######## block 1 ########
Fig. 1: block 1, routed metal, one colour a layer
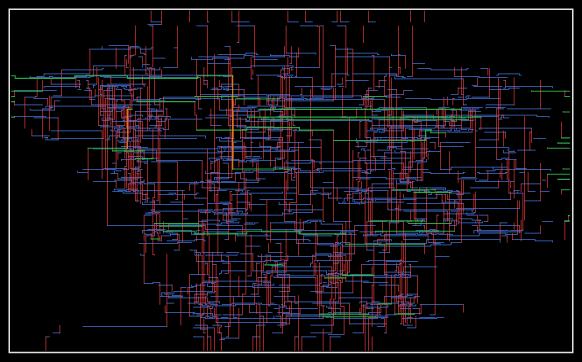

--- src/rtl/seg7_bin_display.sv ---
// Binary to multi-digit 7-segment display driver: a serial double-dabble conversion
// (one input bit per cycle) followed by a registered segment encode with leading-zero blanking.
module seg7_bin_display #(
    parameter int DIGITS     = 4,
    parameter int WIDTH      = 14,
    parameter int ACTIVE_LOW = 1,
    parameter int BLANK_LZ   = 1
) (
    input  logic                  clk,
    input  logic                  rst_n,
    input  logic                  start,
    input  logic [WIDTH-1:0]      bin,
    output logic [7*DIGITS-1:0]   seg,
    output logic                  busy,
    output logic                  done,
    output logic                  ovf
);

    localparam int         BW         = 4 * DIGITS;
    localparam logic [5:0] LAST_STEP  = 6'(WIDTH - 1);
    localparam logic [6:0] BLANK_CODE = (ACTIVE_LOW != 0) ? 7'h7F : 7'h00;
    localparam logic [6:0] DASH_CODE  = (ACTIVE_LOW != 0) ? 7'h3F : 7'h40;

    typedef enum logic [1:0] {
        IDLE = 2'd0,
        CONV = 2'd1,
        ENC  = 2'd2
    } state_t;

    function automatic logic [6:0] digit_code(input logic [3:0] d);
        logic [6:0] code_al;
        case (d)
            4'd0:    code_al = 7'h40;
            4'd1:    code_al = 7'h79;
            4'd2:    code_al = 7'h24;
            4'd3:    code_al = 7'h30;
            4'd4:    code_al = 7'h19;
            4'd5:    code_al = 7'h12;
            4'd6:    code_al = 7'h02;
            4'd7:    code_al = 7'h78;
            4'd8:    code_al = 7'h00;
            4'd9:    code_al = 7'h10;
            default: code_al = 7'h7F;
        endcase
        if (ACTIVE_LOW != 0) begin
            digit_code = code_al;
        end else begin
            digit_code = ~code_al;
        end
    endfunction

    state_t               state_q, state_d;
    logic [5:0]           cnt_q, cnt_d;
    logic [WIDTH-1:0]     shreg_q, shreg_d;
    logic [BW-1:0]        bcd_q, bcd_d;
    logic                 of_q, of_d;
    logic [7*DIGITS-1:0]  seg_q, seg_d;
    logic                 busy_q, busy_d;
    logic                 done_q, done_d;
    logic                 ovf_q, ovf_d;
    logic [BW-1:0]        adj_s;
    logic [7*DIGITS-1:0]  seg_s;

    // Double-dabble correction: add 3 to every nibble of 5 or more before the shift.
    always_comb begin
        adj_s = bcd_q;
        for (int k = 0; k < DIGITS; k++) begin
            if (bcd_q[4*k +: 4] >= 4'd5) begin
                adj_s[4*k +: 4] = bcd_q[4*k +: 4] + 4'd3;
            end else begin
                adj_s[4*k +: 4] = bcd_q[4*k +: 4];
            end
        end
    end

    // Segment encode from the top digit down so leading zeros can be tracked.
    always_comb begin
        logic       lead;
        logic [3:0] d;
        seg_s = '0;
        lead  = 1'b1;
        d     = 4'd0;
        for (int k = DIGITS - 1; k >= 0; k--) begin
            d = bcd_q[4*k +: 4];
            if (of_q) begin
                seg_s[7*k +: 7] = DASH_CODE;
            end else if ((BLANK_LZ != 0) && lead && (d == 4'd0) && (k != 0)) begin
                seg_s[7*k +: 7] = BLANK_CODE;
            end else begin
                seg_s[7*k +: 7] = digit_code(d);
            end
            if (d != 4'd0) begin
                lead = 1'b0;
            end else begin
                lead = lead;
            end
        end
    end

    // Next-state and datapath updates for the IDLE/CONV/ENC sequence.
    always_comb begin
        state_d = state_q;
        cnt_d   = cnt_q;
        shreg_d = shreg_q;
        bcd_d   = bcd_q;
        of_d    = of_q;
        seg_d   = seg_q;
        busy_d  = busy_q;
        done_d  = 1'b0;
        ovf_d   = ovf_q;
        case (state_q)
            IDLE: begin
                if (start) begin
                    state_d = CONV;
                    shreg_d = bin;
                    bcd_d   = '0;
                    of_d    = 1'b0;
                    cnt_d   = 6'd0;
                    busy_d  = 1'b1;
                end else begin
                    state_d = IDLE;
                end
            end
            CONV: begin
                // The bit leaving the top of the BCD register means the value no longer fits.
                bcd_d   = {adj_s[BW-2:0], shreg_q[WIDTH-1]};
                of_d    = of_q | adj_s[BW-1];
                shreg_d = shreg_q << 1;
                cnt_d   = cnt_q + 6'd1;
                if (cnt_q == LAST_STEP) begin
                    state_d = ENC;
                end else begin
                    state_d = CONV;
                end
            end
            ENC: begin
                seg_d   = seg_s;
                ovf_d   = of_q;
                done_d  = 1'b1;
                busy_d  = 1'b0;
                state_d = IDLE;
            end
            default: begin
                state_d = IDLE;
                busy_d  = 1'b0;
            end
        endcase
    end

    // State and output registers with asynchronous clear.
    always_ff @(posedge clk or negedge rst_n) begin
        if (!rst_n) begin
            state_q <= IDLE;
            cnt_q   <= 6'd0;
            shreg_q <= '0;
            bcd_q   <= '0;
            of_q    <= 1'b0;
            seg_q   <= {DIGITS{BLANK_CODE}};
            busy_q  <= 1'b0;
            done_q  <= 1'b0;
            ovf_q   <= 1'b0;
        end else begin
            state_q <= state_d;
            cnt_q   <= cnt_d;
            shreg_q <= shreg_d;
            bcd_q   <= bcd_d;
            of_q    <= of_d;
            seg_q   <= seg_d;
            busy_q  <= busy_d;
            done_q  <= done_d;
            ovf_q   <= ovf_d;
        end
    end

    assign seg  = seg_q;
    assign busy = busy_q;
    assign done = done_q;
    assign ovf  = ovf_q;

endmodule

--- config.mk ---
export PLATFORM = sky130hd
export DESIGN_NAME = seg7_bin_display
export DESIGN_NICKNAME = d
export VERILOG_FILES = /design/src/rtl/seg7_bin_display.sv
export SDC_FILE = /design/constraint.sdc
export NUM_CORES = 1
export LEC_CHECK = 0
export CAP_MARGIN = 15
export CORE_ASPECT_RATIO = 0.6
export CORE_MARGIN = 1.5
export CORE_UTILIZATION = 31
export CTS_CLUSTER_DIAMETER = 60
export DETAILED_ROUTE_END_ITERATION = 12
export PLACE_DENSITY_LB_ADDON = 0.25
export SYNTH_ARGS = -nofsm -noshare
export SYNTH_HDL_FRONTEND = slang
export SYNTH_SLANG_ARGS = --single-unit
--- constraint.sdc ---
create_clock -name clk -period 2.2 [get_ports clk]
set_input_delay 0.44 -clock clk [delete_from_list [all_inputs] [get_ports clk]]
set_output_delay 0.44 -clock clk [all_outputs]
set_load 0.01 [all_outputs]
######## block 2 ########
==> src/rtl/de_exm_buffer_pkg.sv <==
// Shared decode/execute definitions: control-bundle field map, NOP bundle and default widths.
// Decode, this buffer and exm_stage all interpret the packed control word through ctrl_t.
package de_exm_buffer_pkg;

    localparam int DEF_DATA_W = 16;
    localparam int DEF_PC_W   = 32;
    localparam int DEF_REG_W  = 3;
    localparam int DEF_CTRL_W = 24;

    typedef enum logic [3:0] {
        ALU_NOP  = 4'd0,
        ALU_ADD  = 4'd1,
        ALU_SUB  = 4'd2,
        ALU_AND  = 4'd3,
        ALU_OR   = 4'd4,
        ALU_XOR  = 4'd5,
        ALU_NOT  = 4'd6,
        ALU_SHL  = 4'd7,
        ALU_SHR  = 4'd8,
        ALU_INC  = 4'd9,
        ALU_DEC  = 4'd10,
        ALU_PASS = 4'd11
    } alu_fn_e;

    // Field order MSB..LSB; alu_fn occupies bits [3:0], branch_flags bits [23:20].
    typedef struct packed {
        logic [3:0] branch_flags;
        logic       rti;
        logic       int_op;
        logic       use_shamt;
        logic       use_imm;
        logic       stack_pop;
        logic       stack_push;
        logic       pop_pc;
        logic       push_pc;
        logic       reg_write;
        logic       mem_write;
        logic       mem_read;
        logic       mov;
        logic [1:0] br_sel;
        logic [1:0] wb_sel;
        alu_fn_e    alu_fn;
    } ctrl_t;

    localparam int CTRL_ALU_FN_LSB       = 0;
    localparam int CTRL_WB_SEL_LSB       = 4;
    localparam int CTRL_BR_SEL_LSB       = 6;
    localparam int CTRL_MOV_BIT          = 8;
    localparam int CTRL_PUSH_PC_BIT      = 12;
    localparam int CTRL_POP_PC_BIT       = 13;
    localparam int CTRL_BRANCH_FLAGS_LSB = 20;

    localparam logic [DEF_CTRL_W-1:0] CTRL_NOP = '0;

    function automatic logic [DEF_CTRL_W-1:0] ctrl_of(alu_fn_e fn, logic push_pc, logic pop_pc);
        ctrl_t c;
        c            = '0;
        c.alu_fn     = fn;
        c.reg_write  = ~(push_pc | pop_pc);
        c.push_pc    = push_pc;
        c.pop_pc     = pop_pc;
        c.stack_push = push_pc;
        c.stack_pop  = pop_pc;
        return c;
    endfunction

endpackage

==> src/rtl/de_exm_buffer_pipe_reg.sv <==
// Field-group pipeline register: async active-low clear, loads d_i when en_i is high.
module pipe_reg #(
    parameter int W = 16
) (
    input  logic         clk_i,
    input  logic         rst_ni,
    input  logic         en_i,
    input  logic [W-1:0] d_i,
    output logic [W-1:0] q_o
);

    logic [W-1:0] data_q;

    always_ff @(posedge clk_i or negedge rst_ni) begin
        if (!rst_ni) begin
            data_q <= '0;
        end else if (en_i) begin
            data_q <= d_i;
        end
    end

    assign q_o = data_q;

endmodule

==> src/rtl/de_exm_buffer.sv <==
// Decode -> execute/memory pipeline register with bubble insertion and the
// two-cycle sequencing used by PC push/pop stack operations.
module de_exm_buffer
    import de_exm_buffer_pkg::*;
#(
    parameter int DATA_W = DEF_DATA_W,
    parameter int PC_W   = DEF_PC_W,
    parameter int REG_W  = DEF_REG_W,
    parameter int CTRL_W = DEF_CTRL_W
) (
    input  logic              i_clk,
    input  logic              i_reset,
    input  logic              i_valid,
    input  logic [CTRL_W-1:0] i_ctrl,
    input  logic              i_multi_cycle,
    input  logic [DATA_W-1:0] i_data1,
    input  logic [DATA_W-1:0] i_data2,
    input  logic [DATA_W-1:0] i_immediate,
    input  logic [DATA_W-1:0] i_sh_amount,
    input  logic [REG_W-1:0]  i_rd,
    input  logic [REG_W-1:0]  i_rs,
    input  logic [REG_W-1:0]  i_write_addr,
    input  logic [PC_W-1:0]   i_pc,
    input  logic              i_stall,
    input  logic              i_flush,
    output logic [CTRL_W-1:0] o_ctrl,
    output logic [DATA_W-1:0] o_data1,
    output logic [DATA_W-1:0] o_data2,
    output logic [DATA_W-1:0] o_immediate,
    output logic [DATA_W-1:0] o_sh_amount,
    output logic [REG_W-1:0]  o_rd,
    output logic [REG_W-1:0]  o_rs,
    output logic [REG_W-1:0]  o_write_addr,
    output logic [PC_W-1:0]   o_pc,
    output logic              o_hazard_state,
    output logic              o_stall_upstream
);

    localparam int OPND_W = 4 * DATA_W;
    localparam int IDX_W  = 3 * REG_W;

    logic phase_q, phase_d;
    logic held_multi_q, held_multi_d;
    logic stall_up;
    logic load_en;
    logic bubble;

    logic [CTRL_W-1:0] ctrl_d;
    logic [OPND_W-1:0] opnd_d, opnd_q;
    logic [IDX_W-1:0]  idx_d, idx_q;
    logic [PC_W-1:0]   pc_d;

    // First half of a multi-cycle op is in EX: decode must hold, and flush is ignored.
    assign stall_up         = ~phase_q & held_multi_q;
    assign o_stall_upstream = stall_up;
    assign o_hazard_state   = phase_q;

    always_comb begin
        phase_d      = 1'b0;
        held_multi_d = held_multi_q;
        load_en      = 1'b1;
        bubble       = 1'b0;
        if (i_flush && !stall_up) begin
            bubble       = 1'b1;
            held_multi_d = 1'b0;
        end else if (stall_up) begin
            load_en      = 1'b0;
            phase_d      = 1'b1;
        end else if (i_stall || !i_valid) begin
            bubble       = 1'b1;
            held_multi_d = 1'b0;
        end else begin
            held_multi_d = i_multi_cycle;
        end
    end

    always_ff @(posedge i_clk or negedge i_reset) begin
        if (!i_reset) begin
            phase_q      <= 1'b0;
            held_multi_q <= 1'b0;
        end else begin
            phase_q      <= phase_d;
            held_multi_q <= held_multi_d;
        end
    end

    // A bubble clears every field so exm_stage sees a clean NOP with zero operands.
    always_comb begin
        ctrl_d = i_ctrl;
        opnd_d = {i_data1, i_data2, i_immediate, i_sh_amount};
        idx_d  = {i_rd, i_rs, i_write_addr};
        pc_d   = i_pc;
        if (bubble) begin
            ctrl_d = CTRL_W'(CTRL_NOP);
            opnd_d = '0;
            idx_d  = '0;
            pc_d   = '0;
        end
    end

    pipe_reg #(.W(CTRL_W)) u_ctrl_reg (
        .clk_i  (i_clk),
        .rst_ni (i_reset),
        .en_i   (load_en),
        .d_i    (ctrl_d),
        .q_o    (o_ctrl)
    );

    pipe_reg #(.W(OPND_W)) u_opnd_reg (
        .clk_i  (i_clk),
        .rst_ni (i_reset),
        .en_i   (load_en),
        .d_i    (opnd_d),
        .q_o    (opnd_q)
    );

    pipe_reg #(.W(IDX_W)) u_idx_reg (
        .clk_i  (i_clk),
        .rst_ni (i_reset),
        .en_i   (load_en),
        .d_i    (idx_d),
        .q_o    (idx_q)
    );

    pipe_reg #(.W(PC_W)) u_pc_reg (
        .clk_i  (i_clk),
        .rst_ni (i_reset),
        .en_i   (load_en),
        .d_i    (pc_d),
        .q_o    (o_pc)
    );

    assign {o_data1, o_data2, o_immediate, o_sh_amount} = opnd_q;
    assign {o_rd, o_rs, o_write_addr}                   = idx_q;

endmodule

==> config.mk <==
export PLATFORM = sky130hd
export DESIGN_NAME = de_exm_buffer
export DESIGN_NICKNAME = d
export VERILOG_FILES = /design/src/rtl/de_exm_buffer_pkg.sv /design/src/rtl/de_exm_buffer_pipe_reg.sv /design/src/rtl/de_exm_buffer.sv
export SDC_FILE = /design/constraint.sdc
export NUM_CORES = 1
export LEC_CHECK = 0
export ABC_AREA = 1
export CAP_MARGIN = 20
export CELL_PAD_IN_SITES_DETAIL_PLACEMENT = 1
export CELL_PAD_IN_SITES_GLOBAL_PLACEMENT = 1
export CORE_MARGIN = 2
export CORE_UTILIZATION = 30
export CTS_BUF_LIST = sky130_fd_sc_hd__clkbuf_8
export DETAILED_ROUTE_END_ITERATION = 10
export HOLD_SLACK_MARGIN = 0.08
export PLACE_DENSITY = 0.82
export SLEW_MARGIN = 20
export SYNTH_ARGS = -nofsm -noshare
export SYNTH_HDL_FRONTEND = slang
export SYNTH_SLANG_ARGS = --single-unit
==> constraint.sdc <==
create_clock -name i_clk -period 1.4 [get_ports i_clk]
set_input_delay 0.28 -clock i_clk [delete_from_list [all_inputs] [get_ports i_clk]]
set_output_delay 0.28 -clock i_clk [all_outputs]
set_load 0.01 [all_outputs]
Fig. 2: block 2, routed metal, one colour a layer
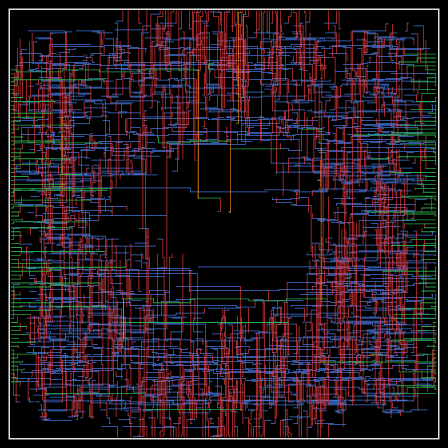
- blue: metal 1 (wire length 10400 µm)
- red: metal 2 (wire length 11700 µm)
- green: metal 3 (wire length 1710 µm)
- orange: metal 4 (wire length 231 µm)

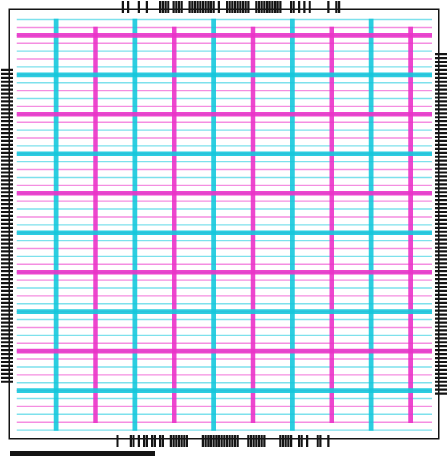
Fig. 3. Floorplan with the power grid (block 2).
The bar under the picture is 50 µm long. Pins as bars on the die edge.
- cyan: VSS
- magenta: VDD
- met5 straps: 10
- met4 straps: 10
- rows: 52
- met1 rails: 53

==> results_slide.txt, block 2 <==
Flow Results at a Glance

Worst hold path
  – Worst Hold Class: input port to asynchronous set/reset pin

Synth
  – Synthesized instance count: 841
  – Register share after synthesis: 53.1%
  – Yosys top cell by area: dfrtp_1
  – Synth Net Count: 976
  – Async S/R FF share, synth: 100%

Routing
  – Detailed Route Iter0 Violations: 275
  – Met3 wire len: 1.71 mm

Outcome
  – Failing checks: setup timing
  – Status: complete, but fails checks

Place
  – Gpl congestion: 0.762
  – Inst Count DP: 1357

Final timing
  – Final worst setup slack: -0.0688 ns
  – # setup viols final: 1

Floorplanning
  – # rows: 52
  – Ports: 266
  – Starting Density: 30.5%

Global route
  – Pin count of the biggest net entering global routing: 86

Power
  – Comb pwr share: 42.5%
  – Internal Power: 8.51 mW

Finish
  – Core Util, Final: 48.1%

CTS
  – Clock buffer depth: 2

Setup path
  – CP Launch Type: flop
  – Crit Path Class: flop to output port
  – Critical Path Stages: 3
block 2: cell type report:
class	count	area, µm²	area share [%]
clock buffers	18	248	2.55
clock inverters	13	184	1.89
inverters	133	507	5.21
multi-input cells	521	2150	22.1
flip-flops and latches	131	3280	33.7
well taps	270	338	3.47
repair buffers	323	3020	31.1
block 2: cells by family (layout without fill, tap and decap cells):
family	count (synthesis)	count (layout)	share of synthesized area, %
flops	131	131	53.1
compound gates	129	129	10.5
simple gates	392	392	23.9
buf+inv	189	487	12.6
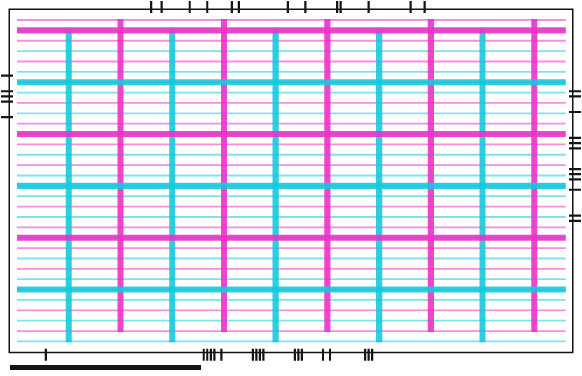
Fig. 4. Floorplan with the power grid (block 1).
The bar under the picture is 50 µm long. Pins as bars on the die edge.
- magenta: VDD
- cyan: VSS
- met4 straps: 10
- rows: 31
- met5 straps: 6
- met1 rails: 32

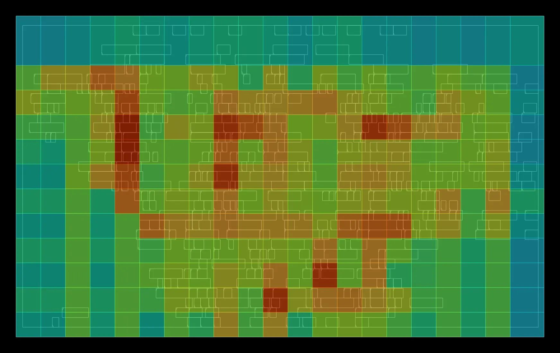
Fig. 5. Routing congestion (block 1).
GRT Total Usage: 15.1%
GR met1 Demand/Resource: 21.5%
Core Util, Final: 39.6%
M2 GR Usage: 22.4%

About Fig. 1:
- orange: metal 4 (wire length 34.7 µm)
- blue: metal 1 (wire length 4700 µm)
- green: metal 3 (wire length 642 µm)
- red: metal 2 (wire length 3870 µm)

==> results_slide.txt, block 1 <==
Flow Results at a Glance

Outcome
  – Status: completed

Synth
  – Register share after synthesis: 46.0%
  – Async S/R FF share, synth: 100%
  – Mux share of post-synthesis cell area: 0.258%
  – Largest family of logic cells by area: AND-OR/OR-AND gates
  – Synth Cell Area: 3880 µm²
  – Synth area leaders: dfrtp_1, dfstp_2, ha_1

Setup path
  – R2R Path Start: bcd_q[13]$_DFFE_PN0P_
  – Worst Path Max Fanout: 2

Final timing
  – Setup TNS: 0 ns
  – Clk_skew: 0.00773 ns

Run
  – Log Warnings: 40

Place
  – Port Buf Inserts: 47
  – Inst Count DP: 622
  – Placed Area: 4530 µm²

Worst hold path
  – Worst Hold Class: input port to asynchronous set/reset pin

Floorplanning
  – Die extent in x: 147 µm
  – Starting Density: 32.0%
-- block 1: flip-flops by register name, indices dropped and copies added, names as in the netlist --
signal	cells
bcd_q	16
busy	1
state_q	2
done	1
shreg_q	14
ovf	1
seg	28
of_q	1
cnt_q	6
-- block 1: kinds of logic after synthesis --
group           Yosys count
flops                    70
buf+inv                  45
xor+xnor                  4
compound gates          148
simple gates            133
mux                       1
fa+ha+maj                23
-- block 1: cell type report --
cell class	instances	share of cell area [%]
clock buffers	11	5.25
clock inverters	5	0.676
inverters	20	1.56
multi-input cells	309	39.4
flip-flops and latches	70	37.1
well taps	165	4.29
repair buffers	58	11.6

######## block 3 ########
Fig. 6: block 3, floorplan with the power grid
The bar under the picture is 100 µm long. Pins as bars on the die edge.
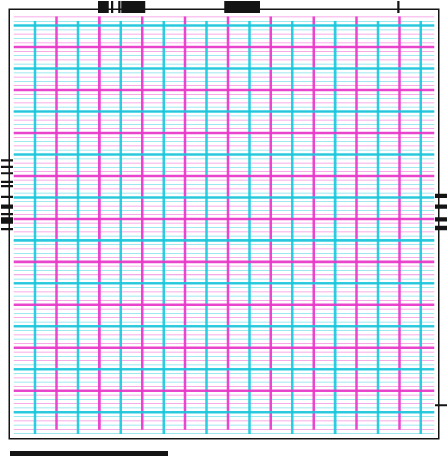
Fig. 7: block 3, placed cells, one colour a class
The bar under the picture is 100 µm long.
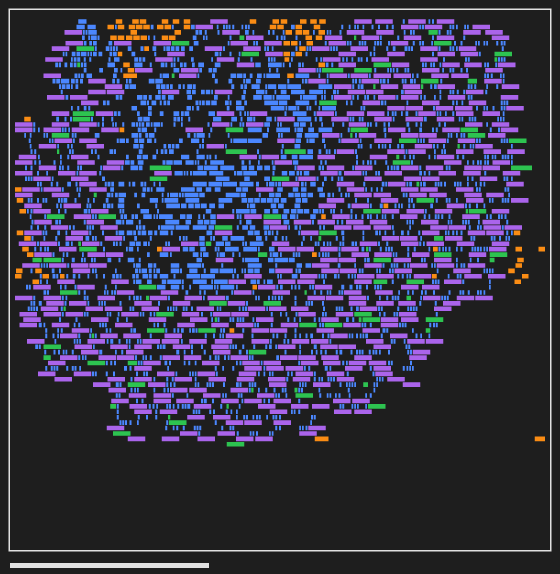
Fig. 8: block 3, clock wires, drivers and flops
The bar under the picture is 100 µm long.
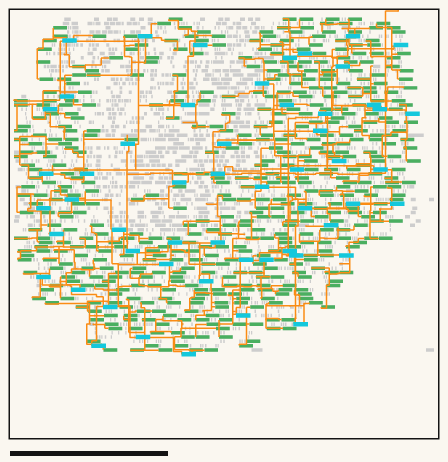
## config.mk

```make
export PLATFORM = sky130hd
export DESIGN_NAME = mod_msg_sched
export DESIGN_NICKNAME = d
export VERILOG_FILES = /design/src/rtl/mod_msg_sched.sv
export SDC_FILE = /design/constraint.sdc
export NUM_CORES = 1
export LEC_CHECK = 0
export CAP_MARGIN = 10
export CORE_MARGIN = 2
export CORE_UTILIZATION = 34
export DETAILED_ROUTE_END_ITERATION = 12
export MAX_ROUTING_LAYER = met4
export SYNTH_ARGS = -nofsm -noshare
export SYNTH_HDL_FRONTEND = slang
export SYNTH_SLANG_ARGS = --single-unit
```

## constraint.sdc

```tcl
create_clock -name CLK -period 9.5 [get_ports CLK]
set_input_delay 0.95 -clock CLK [delete_from_list [all_inputs] [get_ports CLK]]
set_output_delay 0.95 -clock CLK [all_outputs]
set_load 0.02 [all_outputs]
```

## src/rtl/mod_msg_sched.sv

```systemverilog
// SHA-256 message-schedule sequencer: loads 16 words, emits W0..W(OUT_WORDS-1) from a 16-word window.
// Optional OUT_IDX port enabled by defining MSG_SCHED_IDX_EN.
module mod_msg_sched #(
    parameter int unsigned OUT_WORDS = 64
) (
    input  logic        CLK,
    input  logic        RST_N,
    input  logic        ABORT,
    input  logic        IN_VALID,
    output logic        IN_READY,
    input  logic [0:31] IN_DATA,
    output logic        OUT_VALID,
    input  logic        OUT_READY,
    output logic [0:31] OUT_DATA,
`ifdef MSG_SCHED_IDX_EN
    output logic [0:5]  OUT_IDX,
`endif
    output logic        DONE
);

    localparam int unsigned WORD_W    = 32;
    localparam int unsigned WIN_DEPTH = 16;
    localparam int unsigned CNT_W     = 6;
    localparam logic [CNT_W-1:0] LOAD_LAST = CNT_W'(WIN_DEPTH - 1);
    localparam logic [CNT_W-1:0] EMIT_LAST = CNT_W'(OUT_WORDS - 1);

    typedef enum logic [1:0] {
        ST_IDLE = 2'd0,
        ST_LOAD = 2'd1,
        ST_EMIT = 2'd2
    } state_t;

    state_t              r_state;
    state_t              w_state_nxt;
    logic [CNT_W-1:0]    r_cnt;
    logic [CNT_W-1:0]    w_cnt_nxt;
    logic                r_done;
    logic                w_done_nxt;
    logic                w_shift;
    logic [WORD_W-1:0]   w_shift_data;
    logic [WORD_W-1:0]   w_next;
    logic [WORD_W-1:0]   r_win [WIN_DEPTH];

    // Small sigma functions of the SHA-256 schedule (MOD_SIGMA0 / MOD_SIGMA1).
    function automatic logic [WORD_W-1:0] f_sigma0(input logic [WORD_W-1:0] x);
        return {x[6:0], x[31:7]} ^ {x[17:0], x[31:18]} ^ (x >> 3);
    endfunction

    function automatic logic [WORD_W-1:0] f_sigma1(input logic [WORD_W-1:0] x);
        return {x[16:0], x[31:17]} ^ {x[18:0], x[31:19]} ^ (x >> 10);
    endfunction

    // With r_win[0] = W(t), this is W(t+16).
    assign w_next = f_sigma1(r_win[14]) + r_win[9] + f_sigma0(r_win[1]) + r_win[0];

    always_ff @(posedge CLK or negedge RST_N) begin
        if (!RST_N) begin
            r_state <= ST_IDLE;
            r_cnt   <= '0;
            r_done  <= 1'b0;
        end else begin
            r_state <= w_state_nxt;
            r_cnt   <= w_cnt_nxt;
            r_done  <= w_done_nxt;
        end
    end

    always_comb begin
        w_state_nxt  = r_state;
        w_cnt_nxt    = r_cnt;
        w_done_nxt   = 1'b0;
        w_shift      = 1'b0;
        w_shift_data = w_next;
        if (ABORT) begin
            w_state_nxt = ST_IDLE;
            w_cnt_nxt   = '0;
        end else begin
            case (r_state)
                ST_IDLE: begin
                    w_state_nxt = ST_LOAD;
                    w_cnt_nxt   = '0;
                end
                ST_LOAD: begin
                    if (IN_VALID) begin
                        w_shift      = 1'b1;
                        w_shift_data = IN_DATA;
                        if (r_cnt == LOAD_LAST) begin
                            w_state_nxt = ST_EMIT;
                            w_cnt_nxt   = '0;
                        end else begin
                            w_cnt_nxt = r_cnt + CNT_W'(1);
                        end
                    end
                end
                ST_EMIT: begin
                    if (OUT_READY) begin
                        w_shift = 1'b1;
                        if (r_cnt == EMIT_LAST) begin
                            w_state_nxt = ST_LOAD;
                            w_cnt_nxt   = '0;
                            w_done_nxt  = 1'b1;
                        end else begin
                            w_cnt_nxt = r_cnt + CNT_W'(1);
                        end
                    end
                end
                default: begin
                    w_state_nxt = ST_IDLE;
                    w_cnt_nxt   = '0;
                end
            endcase
        end
    end

    // Sliding window: oldest word at index 0, new word enters at the top.
    always_ff @(posedge CLK or negedge RST_N) begin
        if (!RST_N) begin
            for (int i = 0; i < WIN_DEPTH; i++) begin
                r_win[i] <= '0;
            end
        end else if (w_shift) begin
            for (int i = 0; i < WIN_DEPTH - 1; i++) begin
                r_win[i] <= r_win[i+1];
            end
            r_win[WIN_DEPTH-1] <= w_shift_data;
        end
    end

    assign IN_READY  = (r_state == ST_LOAD);
    assign OUT_VALID = (r_state == ST_EMIT);
    assign OUT_DATA  = (r_state == ST_EMIT) ? r_win[0] : '0;
    assign DONE      = r_done;
`ifdef MSG_SCHED_IDX_EN
    assign OUT_IDX   = (r_state == ST_EMIT) ? r_cnt : '0;
`endif

endmodule

```

==> results_slide.txt <==
Flow Results at a Glance

Final timing
  – Final worst setup slack: 5.12 ns
  – Actual slew at the worst max-slew pin: 1.11 ns
  – Crit path time final: 4.38 ns

Routing
  – Met3 wire len: 3.97 mm
  – Detailed Route WL: 60.9 mm
  – Max Used Layer: met4

Global route
  – GR met1 Demand/Resource: 25.7%
  – M2 GR Usage: 24.0%

Place
  – Placed Area: 25600 µm²

Power
  – Sequential Power: 3.11 mW

Setup path
  – Crit Path Class: flop to flop

Synth
  – Cell Type Count: 56
  – Async S/R FF share, synth: 100%

Finish
  – Core Util, Final: 39.1%
  – Design area: 27500 µm²

Floorplanning
  – # rows: 97

CTS
  – Hold buffer count at CTS: 0

Outcome
  – Status: completed
About Fig. 6:
- cyan: VSS
- magenta: VDD
- met5 straps: 19
- rows: 97
- met4 straps: 19
- met1 rails: 98
- signal pins: 72

About Fig. 7:
- green: clock drivers and dummy loads (cells 102)
- purple: sequential cells (cells 521)
- orange: remaining buffers and delay cells (cells 86)
- blue: combinational and other logic (cells 2087)

About Fig. 8:
- green: flip-flops (count 521)
- cyan: clock drivers (count 54)
- orange: clock wires (length 6860 µm)
- routed clock nets: 55

==> cells by family (layout without fill, tap and decap cells) <==
logic type | after synthesis | in the layout | share of synthesized area (%)
compound gates | 245 | 245 | 5.76
fa+ha+maj | 98 | 98 | 6.98
simple gates | 1470 | 1470 | 23.6
mux | 3 | 3 | 0.124
xor+xnor | 142 | 142 | 5.13
flops | 521 | 521 | 53.8
buf+inv | 296 | 317 | 4.60
==> final cells by class <==
type,instances,area share (%)
sequential,521,47.4
multi-input combinational,1958,36.7
clock buffer,76,5.51
tap,940,4.28
timing repair buffer,86,3.10
inverter,129,1.76
clock inverter,26,1.17

Power figures rest on the tool's default switching activity, not on a simulated workload.
